# design 1

**Design 1: routing congestion map**

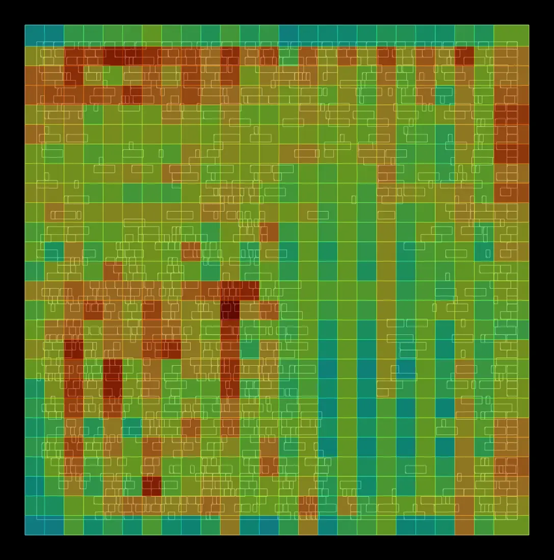

===== src/rtl/lupdate_tx_sched_if.sv =====
// lupdate_tx_sched_if: rpt/fwd request-grant packet streams and the scheduled
// lupdate ingress output. The scheduler uses the slave modport.
interface lupdate_tx_sched_if;
  logic         in_rpt_req;
  logic         out_rpt_gnt;
  logic [133:0] in_rpt_data;
  logic         in_rpt_data_wr;
  logic         in_rpt_data_valid;
  logic         in_rpt_data_valid_wr;

  logic         in_fwd_req;
  logic         out_fwd_gnt;
  logic [133:0] in_fwd_data;
  logic         in_fwd_data_wr;
  logic         in_fwd_data_valid;
  logic         in_fwd_data_valid_wr;

  logic [133:0] out_lu_data;
  logic         out_lu_data_wr;
  logic         out_lu_data_valid;
  logic         out_lu_data_valid_wr;

  modport slave (
    input  in_rpt_req, in_rpt_data, in_rpt_data_wr, in_rpt_data_valid, in_rpt_data_valid_wr,
    input  in_fwd_req, in_fwd_data, in_fwd_data_wr, in_fwd_data_valid, in_fwd_data_valid_wr,
    output out_rpt_gnt, out_fwd_gnt,
    output out_lu_data, out_lu_data_wr, out_lu_data_valid, out_lu_data_valid_wr
  );

  modport master (
    output in_rpt_req, in_rpt_data, in_rpt_data_wr, in_rpt_data_valid, in_rpt_data_valid_wr,
    output in_fwd_req, in_fwd_data, in_fwd_data_wr, in_fwd_data_valid, in_fwd_data_valid_wr,
    input  out_rpt_gnt, out_fwd_gnt,
    input  out_lu_data, out_lu_data_wr, out_lu_data_valid, out_lu_data_valid_wr
  );
endinterface


===== src/rtl/lupdate_tx_sched.sv =====
// lupdate_tx_sched: slot-timed, packet-atomic arbiter sharing the lupdate ingress
// between the beacon report (rpt) and forwarded (fwd) sources. Stats: LUPDATE_TX_SCHED_STAT_EN.
module lupdate_tx_sched #(
  parameter int unsigned GUARD_CYCLES   = 16,
  parameter int unsigned MAX_PKT_CYCLES = 256
) (
  input  logic              clk,
  input  logic              rst,
  input  logic [31:0]       in_time_slot_period,
  input  logic              in_beacon_update_master,
  lupdate_tx_sched_if.slave bus,
  output logic              out_slot_start,
  output logic              out_abort
`ifdef LUPDATE_TX_SCHED_STAT_EN
  ,
  output logic [31:0]       out_rpt_pkt_cnt,
  output logic [31:0]       out_fwd_pkt_cnt,
  output logic [15:0]       out_abort_cnt
`endif
);

  typedef enum logic [1:0] {IDLE_S, RPT_S, FWD_S} state_e;

  localparam int unsigned     WD_W    = $clog2(MAX_PKT_CYCLES + 1);
  localparam logic [WD_W-1:0] WD_LAST = WD_W'(MAX_PKT_CYCLES - 1);
  localparam logic [31:0]     GUARD   = 32'(GUARD_CYCLES);

  state_e          state_q, state_d;
  logic [31:0]     slot_cnt_q, slot_cnt_d;
  logic            slot_start_q, slot_start_d;
  logic            tgl_q;
  logic [WD_W-1:0] wdog_q, wdog_d;
  logic            abort_q, abort_d;
  logic [133:0]    lu_data_q, lu_data_d;
  logic            lu_wr_q, lu_wr_d;
  logic            lu_valid_q, lu_valid_d;
  logic            lu_vwr_q, lu_vwr_d;

  logic            guard;
  logic            toggle_edge;
  logic [133:0]    src_data;
  logic            src_wr, src_valid, src_vwr;

  assign toggle_edge = (in_beacon_update_master != tgl_q);
  assign guard       = (in_time_slot_period > GUARD) &&
                       (slot_cnt_q >= in_time_slot_period - GUARD);

  // Toggle re-alignment wins over the natural wrap; period 0 parks the counter.
  always_comb begin
    slot_cnt_d   = slot_cnt_q + 32'd1;
    slot_start_d = 1'b0;
    if (in_time_slot_period == '0) begin
      slot_cnt_d = '0;
    end else if (toggle_edge || (slot_cnt_q >= in_time_slot_period - 32'd1)) begin
      slot_cnt_d   = '0;
      slot_start_d = 1'b1;
    end
  end

  always_comb begin
    src_data  = bus.in_rpt_data;
    src_wr    = bus.in_rpt_data_wr;
    src_valid = bus.in_rpt_data_valid;
    src_vwr   = bus.in_rpt_data_valid_wr;
    if (state_q == FWD_S) begin
      src_data  = bus.in_fwd_data;
      src_wr    = bus.in_fwd_data_wr;
      src_valid = bus.in_fwd_data_valid;
      src_vwr   = bus.in_fwd_data_valid_wr;
    end
  end

  always_comb begin
    state_d    = state_q;
    wdog_d     = '0;
    abort_d    = 1'b0;
    lu_data_d  = '0;
    lu_wr_d    = 1'b0;
    lu_valid_d = 1'b0;
    lu_vwr_d   = 1'b0;
    unique case (state_q)
      IDLE_S: begin
        if (bus.in_rpt_req)                 state_d = RPT_S;
        else if (bus.in_fwd_req && !guard)  state_d = FWD_S;
      end
      RPT_S, FWD_S: begin
        lu_data_d  = src_data;
        lu_wr_d    = src_wr;
        lu_valid_d = src_valid;
        lu_vwr_d   = src_vwr;
        wdog_d     = wdog_q + WD_W'(1);
        if (src_vwr) begin
          state_d = IDLE_S;
        end else if (wdog_q == WD_LAST) begin
          // Synthetic end-of-packet closes the hung stream downstream.
          lu_data_d  = '0;
          lu_wr_d    = 1'b0;
          lu_valid_d = 1'b0;
          lu_vwr_d   = 1'b1;
          abort_d    = 1'b1;
          state_d    = IDLE_S;
        end
      end
      default: state_d = IDLE_S;
    endcase
  end

  always_ff @(posedge clk) begin
    if (rst) begin
      state_q      <= IDLE_S;
      slot_cnt_q   <= '0;
      slot_start_q <= 1'b0;
      tgl_q        <= in_beacon_update_master;
      wdog_q       <= '0;
      abort_q      <= 1'b0;
      lu_data_q    <= '0;
      lu_wr_q      <= 1'b0;
      lu_valid_q   <= 1'b0;
      lu_vwr_q     <= 1'b0;
    end else begin
      state_q      <= state_d;
      slot_cnt_q   <= slot_cnt_d;
      slot_start_q <= slot_start_d;
      tgl_q        <= in_beacon_update_master;
      wdog_q       <= wdog_d;
      abort_q      <= abort_d;
      lu_data_q    <= lu_data_d;
      lu_wr_q      <= lu_wr_d;
      lu_valid_q   <= lu_valid_d;
      lu_vwr_q     <= lu_vwr_d;
    end
  end

  assign bus.out_rpt_gnt          = (state_q == RPT_S);
  assign bus.out_fwd_gnt          = (state_q == FWD_S);
  assign bus.out_lu_data          = lu_data_q;
  assign bus.out_lu_data_wr       = lu_wr_q;
  assign bus.out_lu_data_valid    = lu_valid_q;
  assign bus.out_lu_data_valid_wr = lu_vwr_q;
  assign out_slot_start           = slot_start_q;
  assign out_abort                = abort_q;

`ifdef LUPDATE_TX_SCHED_STAT_EN
  logic [31:0] rpt_cnt_q, fwd_cnt_q;
  logic [15:0] abort_cnt_q;

  always_ff @(posedge clk) begin
    if (rst) begin
      rpt_cnt_q   <= '0;
      fwd_cnt_q   <= '0;
      abort_cnt_q <= '0;
    end else begin
      if (state_q == RPT_S && src_vwr) rpt_cnt_q   <= rpt_cnt_q + 32'd1;
      if (state_q == FWD_S && src_vwr) fwd_cnt_q   <= fwd_cnt_q + 32'd1;
      if (abort_d)                     abort_cnt_q <= abort_cnt_q + 16'd1;
    end
  end

  assign out_rpt_pkt_cnt = rpt_cnt_q;
  assign out_fwd_pkt_cnt = fwd_cnt_q;
  assign out_abort_cnt   = abort_cnt_q;
`endif

endmodule

===== src/flat_wrapper.sv =====
// flat-port wrapper written by rule: the top's interface ports become plain ports
module lupdate_tx_sched_flat 
#(
  parameter int unsigned GUARD_CYCLES   = 16,
  parameter int unsigned MAX_PKT_CYCLES = 256
)
  (clk, rst, in_time_slot_period, in_beacon_update_master, out_slot_start, out_abort, bus_in_rpt_req, bus_in_rpt_data, bus_in_rpt_data_wr, bus_in_rpt_data_valid, bus_in_rpt_data_valid_wr, bus_in_fwd_req, bus_in_fwd_data, bus_in_fwd_data_wr, bus_in_fwd_data_valid, bus_in_fwd_data_valid_wr, bus_out_rpt_gnt, bus_out_fwd_gnt, bus_out_lu_data, bus_out_lu_data_wr, bus_out_lu_data_valid, bus_out_lu_data_valid_wr);
  lupdate_tx_sched_if bus_i ();
  input  logic clk;
  input  logic rst;
  input  logic [31:0] in_time_slot_period;
  input  logic in_beacon_update_master;
  output logic out_slot_start;
  output logic out_abort;
  input wire logic [$bits(bus_i.in_rpt_req)-1:0] bus_in_rpt_req;
  input wire logic [$bits(bus_i.in_rpt_data)-1:0] bus_in_rpt_data;
  input wire logic [$bits(bus_i.in_rpt_data_wr)-1:0] bus_in_rpt_data_wr;
  input wire logic [$bits(bus_i.in_rpt_data_valid)-1:0] bus_in_rpt_data_valid;
  input wire logic [$bits(bus_i.in_rpt_data_valid_wr)-1:0] bus_in_rpt_data_valid_wr;
  input wire logic [$bits(bus_i.in_fwd_req)-1:0] bus_in_fwd_req;
  input wire logic [$bits(bus_i.in_fwd_data)-1:0] bus_in_fwd_data;
  input wire logic [$bits(bus_i.in_fwd_data_wr)-1:0] bus_in_fwd_data_wr;
  input wire logic [$bits(bus_i.in_fwd_data_valid)-1:0] bus_in_fwd_data_valid;
  input wire logic [$bits(bus_i.in_fwd_data_valid_wr)-1:0] bus_in_fwd_data_valid_wr;
  output wire logic [$bits(bus_i.out_rpt_gnt)-1:0] bus_out_rpt_gnt;
  output wire logic [$bits(bus_i.out_fwd_gnt)-1:0] bus_out_fwd_gnt;
  output wire logic [$bits(bus_i.out_lu_data)-1:0] bus_out_lu_data;
  output wire logic [$bits(bus_i.out_lu_data_wr)-1:0] bus_out_lu_data_wr;
  output wire logic [$bits(bus_i.out_lu_data_valid)-1:0] bus_out_lu_data_valid;
  output wire logic [$bits(bus_i.out_lu_data_valid_wr)-1:0] bus_out_lu_data_valid_wr;
  assign bus_i.in_rpt_req = bus_in_rpt_req;
  assign bus_i.in_rpt_data = bus_in_rpt_data;
  assign bus_i.in_rpt_data_wr = bus_in_rpt_data_wr;
  assign bus_i.in_rpt_data_valid = bus_in_rpt_data_valid;
  assign bus_i.in_rpt_data_valid_wr = bus_in_rpt_data_valid_wr;
  assign bus_i.in_fwd_req = bus_in_fwd_req;
  assign bus_i.in_fwd_data = bus_in_fwd_data;
  assign bus_i.in_fwd_data_wr = bus_in_fwd_data_wr;
  assign bus_i.in_fwd_data_valid = bus_in_fwd_data_valid;
  assign bus_i.in_fwd_data_valid_wr = bus_in_fwd_data_valid_wr;
  assign bus_out_rpt_gnt = bus_i.out_rpt_gnt;
  assign bus_out_fwd_gnt = bus_i.out_fwd_gnt;
  assign bus_out_lu_data = bus_i.out_lu_data;
  assign bus_out_lu_data_wr = bus_i.out_lu_data_wr;
  assign bus_out_lu_data_valid = bus_i.out_lu_data_valid;
  assign bus_out_lu_data_valid_wr = bus_i.out_lu_data_valid_wr;
  lupdate_tx_sched #(.GUARD_CYCLES(GUARD_CYCLES), .MAX_PKT_CYCLES(MAX_PKT_CYCLES)) u_core (.clk(clk), .rst(rst), .in_time_slot_period(in_time_slot_period), .in_beacon_update_master(in_beacon_update_master), .bus(bus_i), .out_slot_start(out_slot_start), .out_abort(out_abort));
endmodule

===== config.mk =====
export PLATFORM = sky130hd
export DESIGN_NAME = lupdate_tx_sched_flat
export DESIGN_NICKNAME = d
export VERILOG_FILES = /design/src/rtl/lupdate_tx_sched_if.sv /design/src/rtl/lupdate_tx_sched.sv /design/src/flat_wrapper.sv
export SDC_FILE = /design/constraint.sdc
export NUM_CORES = 1
export LEC_CHECK = 0
export CAP_MARGIN = 20
export CORE_AREA = 4 4 174 176
export CTS_CLUSTER_DIAMETER = 30
export DETAILED_ROUTE_END_ITERATION = 6
export DIE_AREA = 0 0 178 180
export DONT_BUFFER_PORTS = 1
export GPL_ROUTABILITY_DRIVEN = 0
export PLACE_DENSITY = 0.5
export SETUP_SLACK_MARGIN = 0.4
export SLEW_MARGIN = 20
export SYNTH_ARGS = -nofsm -noshare
export SYNTH_HDL_FRONTEND = slang
export SYNTH_SLANG_ARGS = --single-unit

===== constraint.sdc =====
create_clock -name clk -period 4.4 [get_ports clk]
set_clock_uncertainty 0.05 [all_clocks]
set_input_delay 0.88 -clock clk [delete_from_list [all_inputs] [get_ports clk]]
set_output_delay 0.88 -clock clk [all_outputs]
set_load 0.005 [all_outputs]

# design 2

### src/rtl/cf_i2s_tx.sv
// -----------------------------------------------------------------------------
// cf_i2s_tx -- I2S master transmitter
//
// Generates sck/ws from clk through a programmable prescaler and shifts
// right-aligned samples, pulled from a valid/ready stream, MSB-first on sdo.
// Sits between the TX sample FIFO and the DAC/codec pins.
//
// Parameters
//   PW              prescaler width (bits of sck_prescaler)
//
// Ports
//   clk, rst_n      system clock, asynchronous active-low reset
//   en              run enable; 0 freezes prescaler, sck, ws, bit counter, shifter
//   sck_prescaler   sck half-period = sck_prescaler+1 clk cycles
//   left_justified  1: left-justified, 0: standard I2S (1-sck data delay)
//   sample_size     valid bits per sample 1..32 (0 or >32 means 32)
//   channels        {left_en, right_en}
//   in_data/in_valid/in_ready  sample stream (right-aligned words)
//   underrun_clr    clears the sticky underrun flag
//   sck, ws, sdo    I2S pins; sdo changes on sck falling edges
//   underrun        sticky: an enabled slot started without a sample
//
// Optional feature
//   I2S_TX_MONO_DUP_EN  when defined, with a single channel enabled the word
//                       loaded for the enabled slot is repeated in the
//                       following disabled slot. Undefined: disabled slots
//                       carry zeros.
// -----------------------------------------------------------------------------
module cf_i2s_tx #(
    parameter int PW = 8
) (
    input  logic          clk,
    input  logic          rst_n,
    input  logic          en,
    input  logic [PW-1:0] sck_prescaler,
    input  logic          left_justified,
    input  logic [5:0]    sample_size,
    input  logic [1:0]    channels,
    input  logic [31:0]   in_data,
    input  logic          in_valid,
    output logic          in_ready,
    input  logic          underrun_clr,
    output logic          sck,
    output logic          ws,
    output logic          sdo,
    output logic          underrun
);

    // One-entry skid between the stream and the shifter.
    typedef struct packed {
        logic        full;
        logic [31:0] data;
    } hold_t;

    hold_t         hold;
    logic [PW-1:0] prescaler;
    logic [4:0]    bit_ctr;
    logic [31:0]   shifter;

    logic          tick;         // prescaler expiry: sck toggles
    logic          fe;           // sck falling edge
    logic          slot_start;   // first falling edge of a 32-bit slot
    logic          slot_is_left; // slot beginning at this fe belongs to left
    logic          slot_chan_en; // that slot's channel is enabled
    logic [5:0]    eff_size;
    logic [4:0]    align_sh;
    logic [31:0]   hold_aligned;
    logic [31:0]   load_val;
    logic [31:0]   shifter_nxt;

`ifdef I2S_TX_MONO_DUP_EN
    logic [31:0]   dup_data;     // last word loaded into an enabled slot
    logic          mono;
`endif

    // ------------------------------------------------------------------
    // Edge / slot decode
    // ------------------------------------------------------------------
    assign tick       = en & (prescaler == '0);
    assign fe         = tick & sck;
    assign slot_start = fe & (bit_ctr == 5'd0);

    // ws toggles at slot start, so the new slot's ws is ~ws. I2S: left is
    // ws=0 (old ws=1); LJ: left is ws=1 (old ws=0).
    assign slot_is_left = left_justified ? ~ws : ws;
    assign slot_chan_en = slot_is_left ? channels[1] : channels[0];

    assign eff_size     = ((sample_size == 6'd0) || (sample_size > 6'd32)) ? 6'd32 : sample_size;
    assign align_sh     = 5'(6'd32 - eff_size);
    // Bits above sample_size shift out; LSBs are zero-filled.
    assign hold_aligned = hold.data << align_sh;

`ifdef I2S_TX_MONO_DUP_EN
    assign mono = channels[1] ^ channels[0];
`endif

    always_comb begin
        load_val = '0;
        if (slot_chan_en) begin
            load_val = hold.full ? hold_aligned : 32'd0;
        end else begin
`ifdef I2S_TX_MONO_DUP_EN
            load_val = mono ? dup_data : 32'd0;
`else
            load_val = 32'd0;
`endif
        end
    end

    // Slot start replaces the shift with a fresh load, so shifter[31] holds
    // the new MSB right after the ws edge.
    assign shifter_nxt = slot_start ? load_val : {shifter[30:0], 1'b0};

    // ------------------------------------------------------------------
    // Timing chain: prescaler, sck, ws, bit counter, shifter, sdo
    // ------------------------------------------------------------------
    always_ff @(posedge clk or negedge rst_n) begin
        if (!rst_n) begin
            prescaler <= '0;
            sck       <= 1'b0;
            ws        <= 1'b1;
            bit_ctr   <= 5'd0;
            shifter   <= '0;
            sdo       <= 1'b0;
        end else if (tick) begin
            prescaler <= sck_prescaler;
            sck       <= ~sck;
            if (fe) begin
                bit_ctr <= bit_ctr + 5'd1;
                shifter <= shifter_nxt;
                // LJ drives the bit just loaded/shifted in; I2S drives the
                // previous one, which delays the stream by one sck.
                sdo     <= left_justified ? shifter_nxt[31] : shifter[31];
                if (slot_start)
                    ws <= ~ws;
            end
        end else if (en) begin
            prescaler <= prescaler - 1'b1;
        end
    end

    // ------------------------------------------------------------------
    // Hold register: consumed by an enabled slot start, refilled from the
    // stream whenever empty (independent of en).
    // ------------------------------------------------------------------
    always_ff @(posedge clk or negedge rst_n) begin
        if (!rst_n) begin
            hold <= '0;
        end else begin
            if (slot_start && slot_chan_en && hold.full)
                hold.full <= 1'b0;
            // Empty hold: accept, even on an underrunning slot start; the
            // word then waits for the next enabled slot.
            if (in_valid && !hold.full) begin
                hold.full <= 1'b1;
                hold.data <= in_data;
            end
        end
    end

    assign in_ready = ~hold.full;

    // ------------------------------------------------------------------
    // Sticky underrun; a set in the same cycle beats the clear.
    // ------------------------------------------------------------------
    always_ff @(posedge clk or negedge rst_n) begin
        if (!rst_n)
            underrun <= 1'b0;
        else if (slot_start && slot_chan_en && !hold.full)
            underrun <= 1'b1;
        else if (underrun_clr)
            underrun <= 1'b0;
    end

`ifdef I2S_TX_MONO_DUP_EN
    always_ff @(posedge clk or negedge rst_n) begin
        if (!rst_n)
            dup_data <= '0;
        else if (slot_start && slot_chan_en)
            dup_data <= load_val;
    end
`endif

endmodule

### config.mk
export PLATFORM = sky130hd
export DESIGN_NAME = cf_i2s_tx
export DESIGN_NICKNAME = d
export VERILOG_FILES = /design/src/rtl/cf_i2s_tx.sv
export SDC_FILE = /design/constraint.sdc
export NUM_CORES = 1
export LEC_CHECK = 0
export ABC_AREA = 1
export CAP_MARGIN = 0
export CORE_ASPECT_RATIO = 0.9
export CORE_MARGIN = 4
export CORE_UTILIZATION = 40
export DETAILED_ROUTE_END_ITERATION = 6
export GPL_ROUTABILITY_DRIVEN = 1
export SLEW_MARGIN = 0
export SYNTH_ARGS = -nofsm -noshare
export SYNTH_HDL_FRONTEND = slang
export SYNTH_SLANG_ARGS = --single-unit
### constraint.sdc
create_clock -name clk -period 2.81 [get_ports clk]
set_clock_uncertainty 0.15 [all_clocks]
set_input_delay 0.843 -clock clk [delete_from_list [all_inputs] [get_ports clk]]
set_output_delay 0.843 -clock clk [all_outputs]
set_load 0.02 [all_outputs]
# design 3

<file path="src/rtl/mem_port_arbiter.sv">
`default_nettype none
// ============================================================================
// Module   : mem_port_arbiter
// Purpose  : Shares one SRAM port between instruction fetch and data stage.
//            Define ROUND_ROBIN_EN for alternating grants; default is
//            fixed priority with the data stage winning.
// Revision : 1.0 - initial release
// ============================================================================
module mem_port_arbiter #(
    parameter int ADDR_LEN = 32,
    parameter int WORD_LEN = 32
) (
    input  logic                clk,
    input  logic                rst,
    input  logic                if_req,
    input  logic [ADDR_LEN-1:0] if_addr,
    output logic [WORD_LEN-1:0] if_rdata,
    output logic                if_ready,
    input  logic                mem_rd_en,
    input  logic                mem_wr_en,
    input  logic [ADDR_LEN-1:0] mem_addr,
    input  logic [WORD_LEN-1:0] mem_wdata,
    output logic [WORD_LEN-1:0] mem_rdata,
    output logic                mem_ready,
    output logic                sram_rd_en,
    output logic                sram_wr_en,
    output logic [ADDR_LEN-1:0] sram_addr,
    output logic [WORD_LEN-1:0] sram_wdata,
    input  logic [WORD_LEN-1:0] sram_rdata,
    input  logic                sram_ready,
    output logic                grant_mem
);

    typedef enum logic [1:0] {
        IDLE     = 2'd0,
        BUSY_IF  = 2'd1,
        BUSY_MEM = 2'd2
    } state_t;

    state_t              state_q, state_d;
    logic                sram_rd_en_q, sram_rd_en_d;
    logic                sram_wr_en_q, sram_wr_en_d;
    logic [ADDR_LEN-1:0] sram_addr_q, sram_addr_d;
    logic [WORD_LEN-1:0] sram_wdata_q, sram_wdata_d;
    logic [WORD_LEN-1:0] if_rdata_q, if_rdata_d;
    logic [WORD_LEN-1:0] mem_rdata_q, mem_rdata_d;
    logic                if_ready_q, if_ready_d;
    logic                mem_ready_q, mem_ready_d;

    logic w_if_pend;
    logic w_mem_pend;
    logic w_pick_mem;

    // A requester whose ready is pulsing this cycle is still holding its
    // request from the finished transaction, so it is masked for one cycle.
    assign w_if_pend  = if_req & ~if_ready_q;
    assign w_mem_pend = (mem_rd_en | mem_wr_en) & ~mem_ready_q;

`ifdef ROUND_ROBIN_EN
    logic last_mem_q, last_mem_d;
    assign w_pick_mem = w_mem_pend & (~w_if_pend | ~last_mem_q);
`else
    assign w_pick_mem = w_mem_pend;
`endif

    always_comb begin
        state_d      = state_q;
        sram_rd_en_d = sram_rd_en_q;
        sram_wr_en_d = sram_wr_en_q;
        sram_addr_d  = sram_addr_q;
        sram_wdata_d = sram_wdata_q;
        if_rdata_d   = if_rdata_q;
        mem_rdata_d  = mem_rdata_q;
        if_ready_d   = 1'b0;
        mem_ready_d  = 1'b0;
`ifdef ROUND_ROBIN_EN
        last_mem_d   = last_mem_q;
`endif
        case (state_q)
            IDLE: begin
                if (w_pick_mem) begin
                    state_d      = BUSY_MEM;
                    sram_addr_d  = mem_addr;
                    sram_wdata_d = mem_wdata;
                    // Write takes precedence when both directions are set.
                    sram_wr_en_d = mem_wr_en;
                    sram_rd_en_d = ~mem_wr_en;
`ifdef ROUND_ROBIN_EN
                    last_mem_d   = 1'b1;
`endif
                end else if (w_if_pend) begin
                    state_d      = BUSY_IF;
                    sram_addr_d  = if_addr;
                    sram_rd_en_d = 1'b1;
                    sram_wr_en_d = 1'b0;
`ifdef ROUND_ROBIN_EN
                    last_mem_d   = 1'b0;
`endif
                end
            end
            BUSY_IF: begin
                if (sram_ready) begin
                    state_d      = IDLE;
                    sram_rd_en_d = 1'b0;
                    sram_wr_en_d = 1'b0;
                    if_rdata_d   = sram_rdata;
                    if_ready_d   = 1'b1;
                end
            end
            BUSY_MEM: begin
                if (sram_ready) begin
                    state_d      = IDLE;
                    sram_rd_en_d = 1'b0;
                    sram_wr_en_d = 1'b0;
                    mem_rdata_d  = sram_rdata;
                    mem_ready_d  = 1'b1;
                end
            end
            default: begin
                state_d      = IDLE;
                sram_rd_en_d = 1'b0;
                sram_wr_en_d = 1'b0;
            end
        endcase
    end

    always_ff @(posedge clk) begin
        if (rst) begin
            state_q      <= IDLE;
            sram_rd_en_q <= 1'b0;
            sram_wr_en_q <= 1'b0;
            sram_addr_q  <= '0;
            sram_wdata_q <= '0;
            if_rdata_q   <= '0;
            mem_rdata_q  <= '0;
            if_ready_q   <= 1'b0;
            mem_ready_q  <= 1'b0;
`ifdef ROUND_ROBIN_EN
            last_mem_q   <= 1'b0;
`endif
        end else begin
            state_q      <= state_d;
            sram_rd_en_q <= sram_rd_en_d;
            sram_wr_en_q <= sram_wr_en_d;
            sram_addr_q  <= sram_addr_d;
            sram_wdata_q <= sram_wdata_d;
            if_rdata_q   <= if_rdata_d;
            mem_rdata_q  <= mem_rdata_d;
            if_ready_q   <= if_ready_d;
            mem_ready_q  <= mem_ready_d;
`ifdef ROUND_ROBIN_EN
            last_mem_q   <= last_mem_d;
`endif
        end
    end

    assign sram_rd_en = sram_rd_en_q;
    assign sram_wr_en = sram_wr_en_q;
    assign sram_addr  = sram_addr_q;
    assign sram_wdata = sram_wdata_q;
    assign if_rdata   = if_rdata_q;
    assign mem_rdata  = mem_rdata_q;
    assign if_ready   = if_ready_q;
    assign mem_ready  = mem_ready_q;
    assign grant_mem  = (state_q == BUSY_MEM);

endmodule
`default_nettype wire

</file>
<file path="config.mk">
export PLATFORM = sky130hd
export DESIGN_NAME = mem_port_arbiter
export DESIGN_NICKNAME = d
export VERILOG_FILES = /design/src/rtl/mem_port_arbiter.sv
export SDC_FILE = /design/constraint.sdc
export NUM_CORES = 1
export LEC_CHECK = 0
export CAP_MARGIN = 20
export CORE_ASPECT_RATIO = 2
export CORE_MARGIN = 2
export CORE_UTILIZATION = 42
export DETAILED_ROUTE_END_ITERATION = 10
export HOLD_SLACK_MARGIN = 0.12
export PLACE_DENSITY_LB_ADDON = 0.25
export SLEW_MARGIN = 30
export SYNTH_ARGS = -nofsm -noshare
export SYNTH_HDL_FRONTEND = slang
export SYNTH_SLANG_ARGS = --single-unit
</file>
<file path="constraint.sdc">
create_clock -name clk -period 4.5 [get_ports clk]
set_clock_uncertainty 0.1 [all_clocks]
set_input_delay 0.9 -clock clk [delete_from_list [all_inputs] [get_ports clk]]
set_output_delay 0.9 -clock clk [all_outputs]
set_load 0.005 [all_outputs]
</file>
# design 4

**config.mk**
```make
export PLATFORM = sky130hd
export DESIGN_NAME = leaf_switch
export DESIGN_NICKNAME = d
export VERILOG_FILES = /design/src/rtl/leaf_switch.sv
export SDC_FILE = /design/constraint.sdc
export NUM_CORES = 2
export LEC_CHECK = 0
export CAP_MARGIN = 20
export CORE_AREA = 4 4 322 356
export CTS_BUF_LIST = sky130_fd_sc_hd__clkbuf_8 sky130_fd_sc_hd__clkbuf_16
export DETAILED_ROUTE_END_ITERATION = 7
export DIE_AREA = 0 0 326 360
export PLACE_DENSITY_LB_ADDON = 0.12
export SETUP_SLACK_MARGIN = 0.5
export SKIP_LAST_GASP = 1
export SYNTH_ARGS = -nofsm -noshare
export SYNTH_HDL_FRONTEND = slang
export SYNTH_HIERARCHICAL = 1
export SYNTH_SLANG_ARGS = --single-unit
```
**constraint.sdc**
```tcl
create_clock -name clk -period 15.1 [get_ports clk]
set_clock_uncertainty 0.15 [all_clocks]
set_input_delay 4.53 -clock clk [delete_from_list [all_inputs] [get_ports clk]]
set_output_delay 4.53 -clock clk [all_outputs]
set_load 0.1 [all_outputs]
```
**src/rtl/leaf_switch.sv**
```systemverilog
// Five-input, five-output leaf switch: four NI leaves plus one group uplink, with per-input FIFOs and round-robin output arbiters.
// A flit accepted at edge k appears valid after edge k+1. Inputs stall when their FIFO is full; the uplink output holds while up_out_ready is low.

module leaf_switch_fifo #(
    parameter int W     = 16,
    parameter int DEPTH = 4
) (
    input  logic         clk,
    input  logic         reset,
    input  logic         push,
    input  logic [W-1:0] push_dat,
    input  logic         pop,
    output logic [W-1:0] head,
    output logic         full,
    output logic         empty
);
    localparam int AW = (DEPTH > 1) ? $clog2(DEPTH) : 1;

    logic [W-1:0]  mem [DEPTH];
    logic [AW-1:0] wptr;
    logic [AW-1:0] rptr;
    logic [AW:0]   cnt;

    assign full  = (cnt == (AW+1)'(DEPTH));
    assign empty = (cnt == '0);
    assign head  = mem[rptr];

    always_ff @(posedge clk) begin
        if (push) begin
            mem[wptr] <= push_dat;
        end
    end

    always_ff @(posedge clk or posedge reset) begin
        if (reset) begin
            wptr <= '0;
            rptr <= '0;
            cnt  <= '0;
        end else begin
            if (push) begin
                wptr <= (wptr == AW'(DEPTH - 1)) ? '0 : wptr + 1'b1;
            end
            if (pop) begin
                rptr <= (rptr == AW'(DEPTH - 1)) ? '0 : rptr + 1'b1;
            end
            case ({push, pop})
                2'b10:   cnt <= cnt + (AW+1)'(1);
                2'b01:   cnt <= cnt - (AW+1)'(1);
                default: cnt <= cnt;
            endcase
        end
    end
endmodule

module leaf_switch #(
    parameter int GROUP_ID   = 8,
    parameter int DATA_W     = 16,
    parameter int FIFO_DEPTH = 4
) (
    input  logic                clk,
    input  logic                reset,
    input  logic [4*DATA_W-1:0] loc_in_data,
    input  logic [3:0]          loc_in_valid,
    output logic [3:0]          loc_in_ready,
    output logic [4*DATA_W-1:0] loc_out_data,
    output logic [3:0]          loc_out_valid,
    input  logic [DATA_W-1:0]   up_in_data,
    input  logic                up_in_valid,
    output logic                up_in_ready,
    output logic [DATA_W-1:0]   up_out_data,
    output logic                up_out_valid,
    input  logic                up_out_ready,
    output logic [7:0]          drop_count
);
    localparam int NP = 5;
    localparam int UP = 4;
    localparam logic [3:0] GID = 4'(GROUP_ID);

    logic [NP-1:0][DATA_W-1:0] in_dat;
    logic [NP-1:0][DATA_W-1:0] head;
    logic [NP-1:0][DATA_W-1:0] gdat;
    logic [NP-1:0]             in_vld;
    logic [NP-1:0]             push;
    logic [NP-1:0]             pop;
    logic [NP-1:0]             full;
    logic [NP-1:0]             empty;
    logic [NP-1:0][2:0]        tgt;
    logic [NP-1:0][NP-1:0]     req;
    logic [NP-1:0][NP-1:0]     gnt;
    logic [NP-1:0]             gany;
    logic [NP-1:0][2:0]        gidx;
    logic [NP-1:0][2:0]        last_grant;
    logic                      up_load_ok;
    logic                      up_match;

    assign in_dat     = {up_in_data, loc_in_data};
    assign in_vld     = {up_in_valid, loc_in_valid};
    assign up_match   = (up_in_data[DATA_W-1 -: 4] == GID);
    // Misrouted uplink flits are accepted but never written.
    assign push       = in_vld & ~full & {up_match, 4'hF};
    assign loc_in_ready = ~full[3:0];
    assign up_in_ready  = ~full[UP];
    assign up_load_ok   = !up_out_valid || up_out_ready;

    for (genvar i = 0; i < NP; i++) begin : g_port
        leaf_switch_fifo #(
            .W     (DATA_W),
            .DEPTH (FIFO_DEPTH)
        ) u_fifo (
            .clk      (clk),
            .reset    (reset),
            .push     (push[i]),
            .push_dat (in_dat[i]),
            .pop      (pop[i]),
            .head     (head[i]),
            .full     (full[i]),
            .empty    (empty[i])
        );

        assign tgt[i] = (head[i][DATA_W-1 -: 4] == GID) ? {1'b0, head[i][DATA_W-5 -: 2]} : 3'(UP);
    end

    always_comb begin
        int idx;
        idx  = 0;
        req  = '0;
        gnt  = '0;
        gany = '0;
        gidx = '0;
        gdat = '0;
        pop  = '0;
        for (int o = 0; o < NP; o++) begin
            for (int i = 0; i < NP; i++) begin
                req[o][i] = !empty[i] && (tgt[i] == 3'(o)) && ((o != UP) || up_load_ok);
            end
        end
        // Search starts one past the last winner and wraps 4 -> 0.
        for (int o = 0; o < NP; o++) begin
            for (int k = 1; k <= NP; k++) begin
                idx = int'(last_grant[o]) + k;
                if (idx >= NP) begin
                    idx = idx - NP;
                end
                if (!gany[o] && req[o][idx]) begin
                    gany[o]     = 1'b1;
                    gnt[o][idx] = 1'b1;
                    gidx[o]     = 3'(idx);
                    gdat[o]     = head[idx];
                end
            end
            pop = pop | gnt[o];
        end
    end

    always_ff @(posedge clk or posedge reset) begin
        if (reset) begin
            last_grant    <= {NP{3'(UP)}};
            loc_out_valid <= '0;
            loc_out_data  <= '0;
            up_out_valid  <= 1'b0;
            up_out_data   <= '0;
            drop_count    <= '0;
        end else begin
            for (int o = 0; o < NP; o++) begin
                if (gany[o]) begin
                    last_grant[o] <= gidx[o];
                end
            end
            for (int o = 0; o < 4; o++) begin
                loc_out_valid[o] <= gany[o];
                if (gany[o]) begin
                    loc_out_data[o*DATA_W +: DATA_W] <= gdat[o];
                end
            end
            if (up_load_ok) begin
                up_out_valid <= gany[UP];
                if (gany[UP]) begin
                    up_out_data <= gdat[UP];
                end
            end
            if (up_in_valid && up_in_ready && !up_match && (drop_count != 8'hFF)) begin
                drop_count <= drop_count + 8'd1;
            end
        end
    end
endmodule

```
**Design 3: M2 wires**

Bar = 20 um. Cells faint in the background.
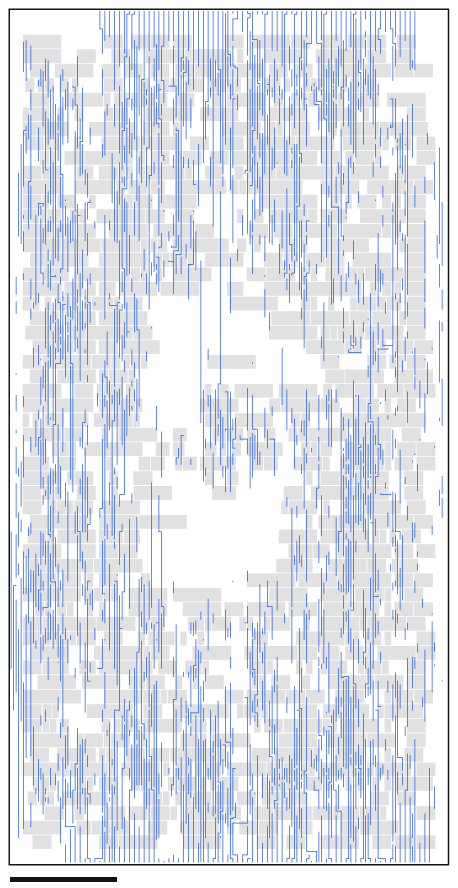
longest straight run: 46.1 um
main direction: vertical
nets with wire on the layer: 875
share of all routed wire: 52%

==> changes_impl.md, design 3 <==
### Implementation results

- Placed Area: 7800 sq um
- Total grt overflow: 0
- First-pass GRT wire length: 26100 um
- Setup ws final: 1.56 ns
- Metal3 WL: 1090 um
- Worst Hold Class: register to register
- EDFF count, synth: 0
- Root buffer cell: clkbuf_16
- Status: complete, no violations
- Highest-delay cell along the critical path: clkdlybuf4s50_1
- Synth warn: 0
- Register share after synthesis: 0.528
- Non-filler cells, final: 1036
- Routed Antenna Nets: 0
- Flop area: 2680 sq um
- Area Overhead vs Synth: 64.7%
- Synth Flop Type: dfxtp_1
- CP Buf/Inv Count: 2
- Die ar.: 13100 sq um
- Fin area: 8370 sq um
- CTS tree: built
- Post-synth area from yosys stat: 5080 sq um
- Floorplan Utilization: 0.432
- # IOs: 267
- CTS max path bufs: 2
- CP top delay family: buffers and inverters
==> design 3: cells in the mapped netlist (3+ instances only) <==
library cell | instances | share of area
a21oi_1 | 101 | 0.099
nand2b_1 | 5 | 0.0062
ha_1 | 3 | 0.0074
nor2b_1 | 3 | 0.0037
dfxtp_1 | 134 | 0.53
o21ai_0 | 3 | 0.0030
nand2_1 | 258 | 0.19
a311oi_1 | 15 | 0.026
clkbuf_1 | 32 | 0.024
nor2_1 | 36 | 0.027
nand3_1 | 3 | 0.0030
a311oi_2 | 17 | 0.050
buf_1 | 3 | 0.0022
buf_2 | 10 | 0.0098
==> design 3: worst paths after layout <==
check                         to  cells after the start  slack, ns            from
hold reg to reg   sram_wdata[19]                      2       0.35  sram_wdata[19]
setup reg to reg    sram_addr[7]                      5       2.30       mem_ready
hold / removal    sram_wdata[19]                      2       0.35  sram_wdata[19]
setup / recovery    sram_addr[7]                      6       1.56       mem_wr_en
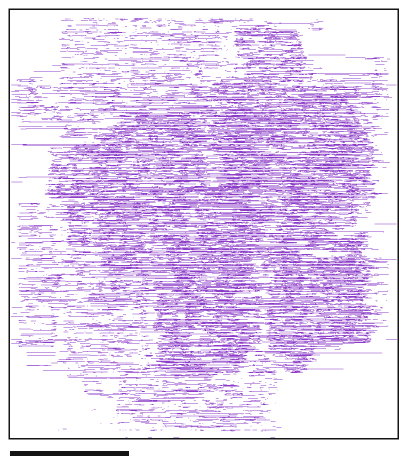
**Above:** design 4 (met1 routing).
Bar = 100 um.
nets with wire on the layer: 4009
wire length on this layer: 69.7 mm
Routed WL: 180000 um
DR vias: 37800
GR Layer Usage met1: 0.377

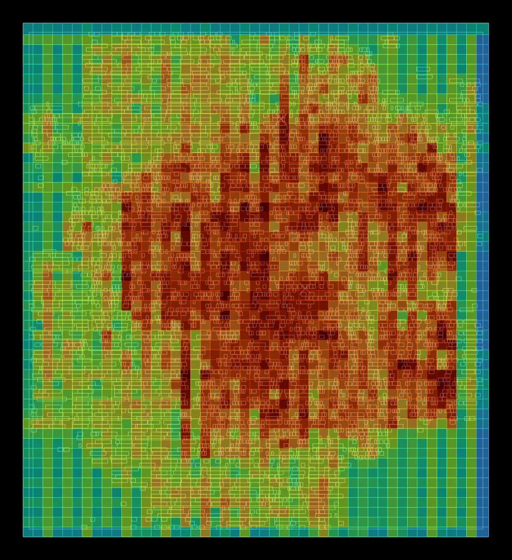
**Above:** design 4 (routing congestion map).
Global Route met3 Usage: 0.0668
final core utilization: 0.396
GRT busiest layer: met2
Total GRT Usage: 0.293
Routed WL per cell: 31.6 um

==> changes_impl.md, design 4 <==
### Implementation results

- Status: finished, violations left
- Failing checks: design-rule violations
- Slew Limit Fails: 0
- # Taps: 1495
- Cells on worst reg2reg path: 19
- Multiplexer share of the synthesized area: 0.172
- Fin area: 43800 sq um
- Yosys aoi share: 0.234
- Total negative slack: 0 ns
- CP Data Required Time: 15.54 ns
- DRC Markers: 3
- Mapped Avg Cell Area: 9.16 sq um
- EDFF count, synth: 320
- Final #Nets: 4361
- Drt first pass iters: 8
- Comb gates: 3199
- Non-clk buf share: 0.0717
- Share of cells above drive strength 1: 0.112
- Top Layout Cells: 459 x nand2_1, 391 x a21oi_1, 331 x mux2i_1, 320 x edfxtp_1, 231 x nor2_1
design 4: synthesized netlist by cell type (all sizes together) (54+ instances only):
master / number / area, sq um
mux4: 107 / 2540
nand3: 71 / 355
buf: 81 / 485
edfxtp: 320 / 9610
dfrtp: 138 / 3450
a21oi: 393 / 1970
nand2: 459 / 1720
clkbuf: 375 / 1410
o22ai: 122 / 763
nor2: 234 / 878
a222oi: 54 / 541
mux2i: 334 / 3350
inv: 95 / 357
nor3: 92 / 465
ha: 92 / 1150
o21ai: 217 / 1090
a22oi: 78 / 586
mux2: 66 / 743
design 4: cells by family after synthesis:
kind of cell / after synthesis
xor+xnor: 45
buf+inv: 555
simple gates: 1186
mux: 507
flops: 463
compound gates: 1359
fa+ha+maj: 102
design 4: worst max-delay path: cells and delay by family:
| kind | cells | cell delay [ns] |
|---|---|---|
| and+or+nand+nor | 7 | 2.65 |
| xor gates and xnor gates | 2 | 0.30 |
| AOI/OAI and AO/OA | 4 | 1.06 |
| buffers and inverters | 2 | 0.49 |
| adders and majority gates | 2 | 0.62 |
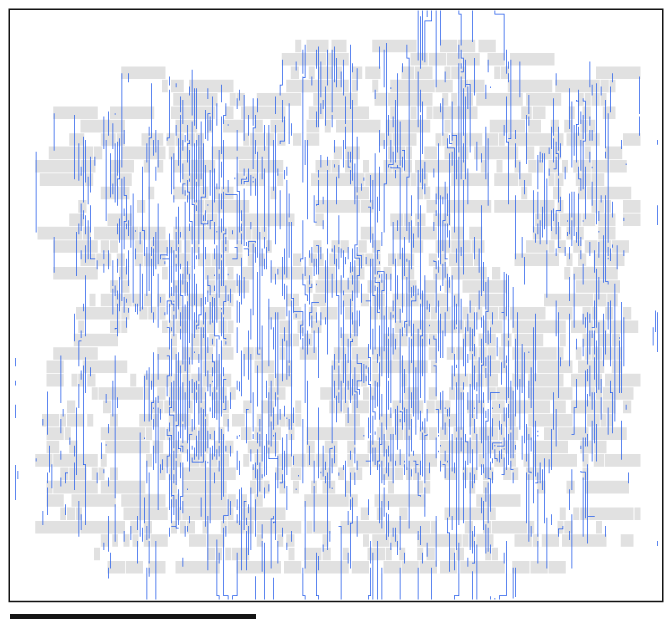
**Above:** design 2 (M2 wires).
Bar = 50 um. Cells faint in the background.
main direction: vertical
wire length on this layer: 7860 um
met2 Usage GRT: 0.356
DR vias: 5827
Routed WL: 17800 um

==> changes_impl.md, design 2 <==
### Implementation results

- Status: complete, no violations
- Hpwl dp: 13200 um
- Floorplan Utilization: 0.414
- Vias in the first global route: 5788
- CP peak stage delay: 0.34 ns
- Largest register FFs: 33
- Post-synth top cells: 145 x nand2_1, 137 x nand3_1, 81 x dfrtp_1, 79 x inv_1, 68 x a21oi_1
- Setup violations, final: 0
- Max-Cap Viols: 0
- CTS clock-pin slew for the worst setup and hold paths: 0.06 ns
- Setup ws final: 0.0851 ns
- DRC Markers: 0
- Die ar.: 15900 sq um
- Total negative slack: 0 ns
- Final core utilization: 0.561
- Worst Hold Class: input port to asynchronous set/reset pin
- Syn Nets: 839
==> design 2: final cells by class <==
type | instances | area (sq um) | area share
Tap cell | 168 | 210 | 0.0277
Timing Repair Buffer | 145 | 1360 | 0.180
Clock inverter | 3 | 68.8 | 0.00908
Multi-Input combinational cell | 566 | 3230 | 0.426
Clock buffer | 13 | 280 | 0.0370
Timing Repair inverter | 2 | 20.0 | 0.00264
Sequential cell | 82 | 2050 | 0.271
Inverter | 87 | 352 | 0.0464
==> design 2: path summary, 6_finish.rpt <==
path                           startpoint          end  slack, ns  depth (start not counted)
min                                 rst_n     hold[20]       0.27                          1
max                        sample_size[0]  shifter[25]       0.09                         16
max reg2reg                  prescaler[0]  shifter[17]       0.39                         13
max in group asynchronous           rst_n           ws       1.57                          2
min reg2reg                    bit_ctr[4]   bit_ctr[4]       0.33                          1
min in group clk               bit_ctr[4]   bit_ctr[4]       0.33                          1
==> design 2: kinds of logic after synthesis <==
logic type,count (synthesis),share of synthesized area
compound gates,162,0.174
xor+xnor,9,0.0154
buf+inv,133,0.101
fa+ha+maj,4,0.00895
simple gates,391,0.334
flops,82,0.367
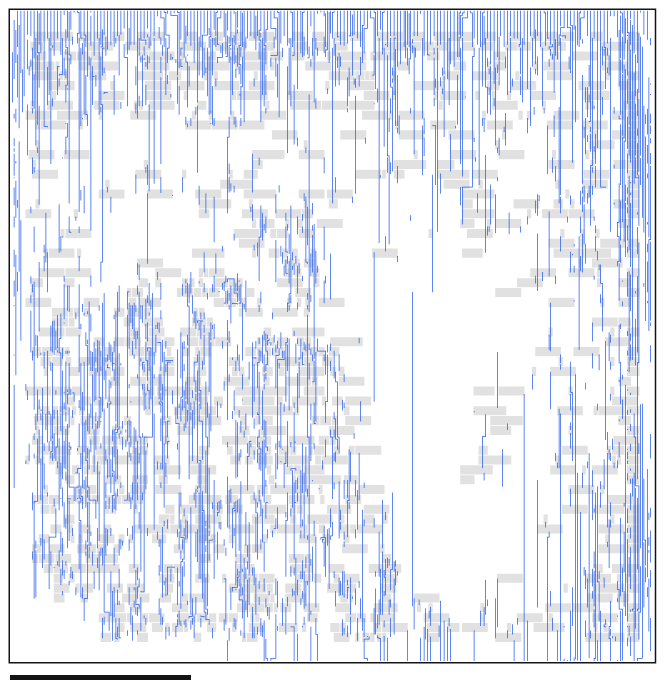
**Above:** design 1 (M2 wires).
Bar = 50 um. Cells faint in the background.
wire length on this layer: 14700 um
nets with wire on the layer: 1206

About 'routing congestion map' of design 1:
Routed WL per cell: 25.9 um
Total GRT Usage: 0.212
GRT busiest layer: met2
met2 Usage GRT: 0.299
GR Layer Usage met1: 0.277

==> changes_impl.md, design 1 <==
### Implementation results

- Status: complete, no violations
- DR vias: 7312
- Top cells by area: dfxtp_1 39%, mux2i_1 15%, ha_1 9.9%
- Ys cells: 1003
- DRT iter0 DRCs: 457
- Syn Nets: 1388
- Multiplexer share of the synthesized area: 0.146
- Synth warn: 0
- Vias per cell: 5.28
- Die X: 178 um
- Postcts setup bufs: 0
- Final core utilization: 0.364
- CP Buf/Inv Count: 4
- # clock sinks: 183
- CP top delay family: simple AND/OR/NAND/NOR gates
- Synth Flop Type: dfxtp_1
[design 1: cells by family (layout without fill, tap and decap cells)]
logic type | Yosys count | count (layout)
mux | 137 | 137
simple gates | 377 | 377
flops | 183 | 183
fa+ha+maj | 74 | 74
xor+xnor | 89 | 89
compound gates | 74 | 74
buf+inv | 69 | 67
[design 1: area by class of cell]
type | count | area, sq um
clock inverters | 14 | 174
multi-input cells | 751 | 5430
inverters | 15 | 56.3
fillers | 2953 | 18200
repair buffers | 20 | 191
flip-flops and latches | 183 | 3660
clock buffers | 18 | 439
well taps | 384 | 480
[design 1: registers in the layout, summed over array words and instances (netlist names)]
| name | cells |
|---|---|
| u_core.bus.out_lu_data | 134 |
| u_core.slot_cnt_q | 32 |
| u_core.wdog_q | 9 |
| u_core.state_q | 2 |
| u_core.bus.out_lu_data_valid | 1 |
| u_core.bus.out_lu_data_valid_wr | 1 |
| u_core.bus.out_lu_data_wr | 1 |
| u_core.out_abort | 1 |
| u_core.out_slot_start | 1 |
| u_core.tgl_q | 1 |


==> gallery <==
Met1 routing.
(a)
Bar = 50 um.
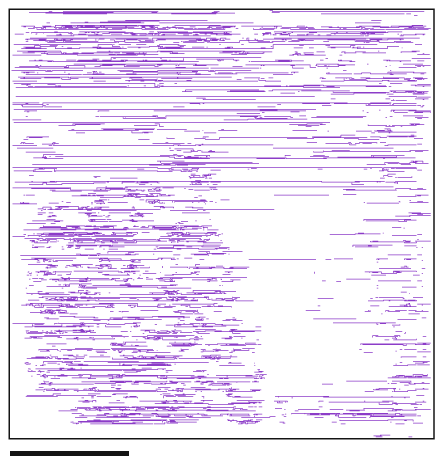
(b)
Bar = 20 um.
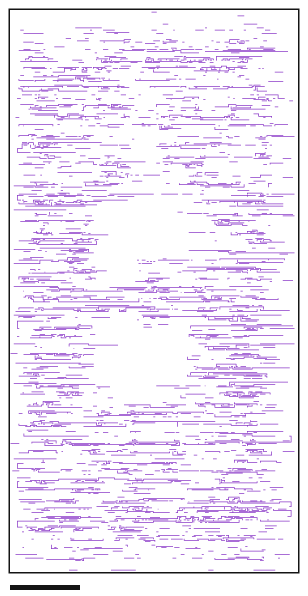
(c)
Bar = 50 um.
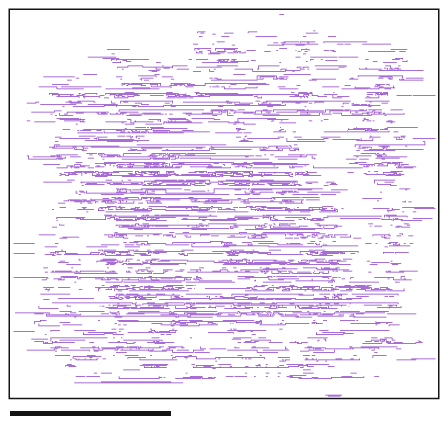
| picture | from |
|---|---|
| (b) | design 3 |
| (a) | design 1 |
| (c) | design 2 |

Key to (b):
main direction: horizontal
longest straight run: 29.4 um
share of all routed wire: 36%

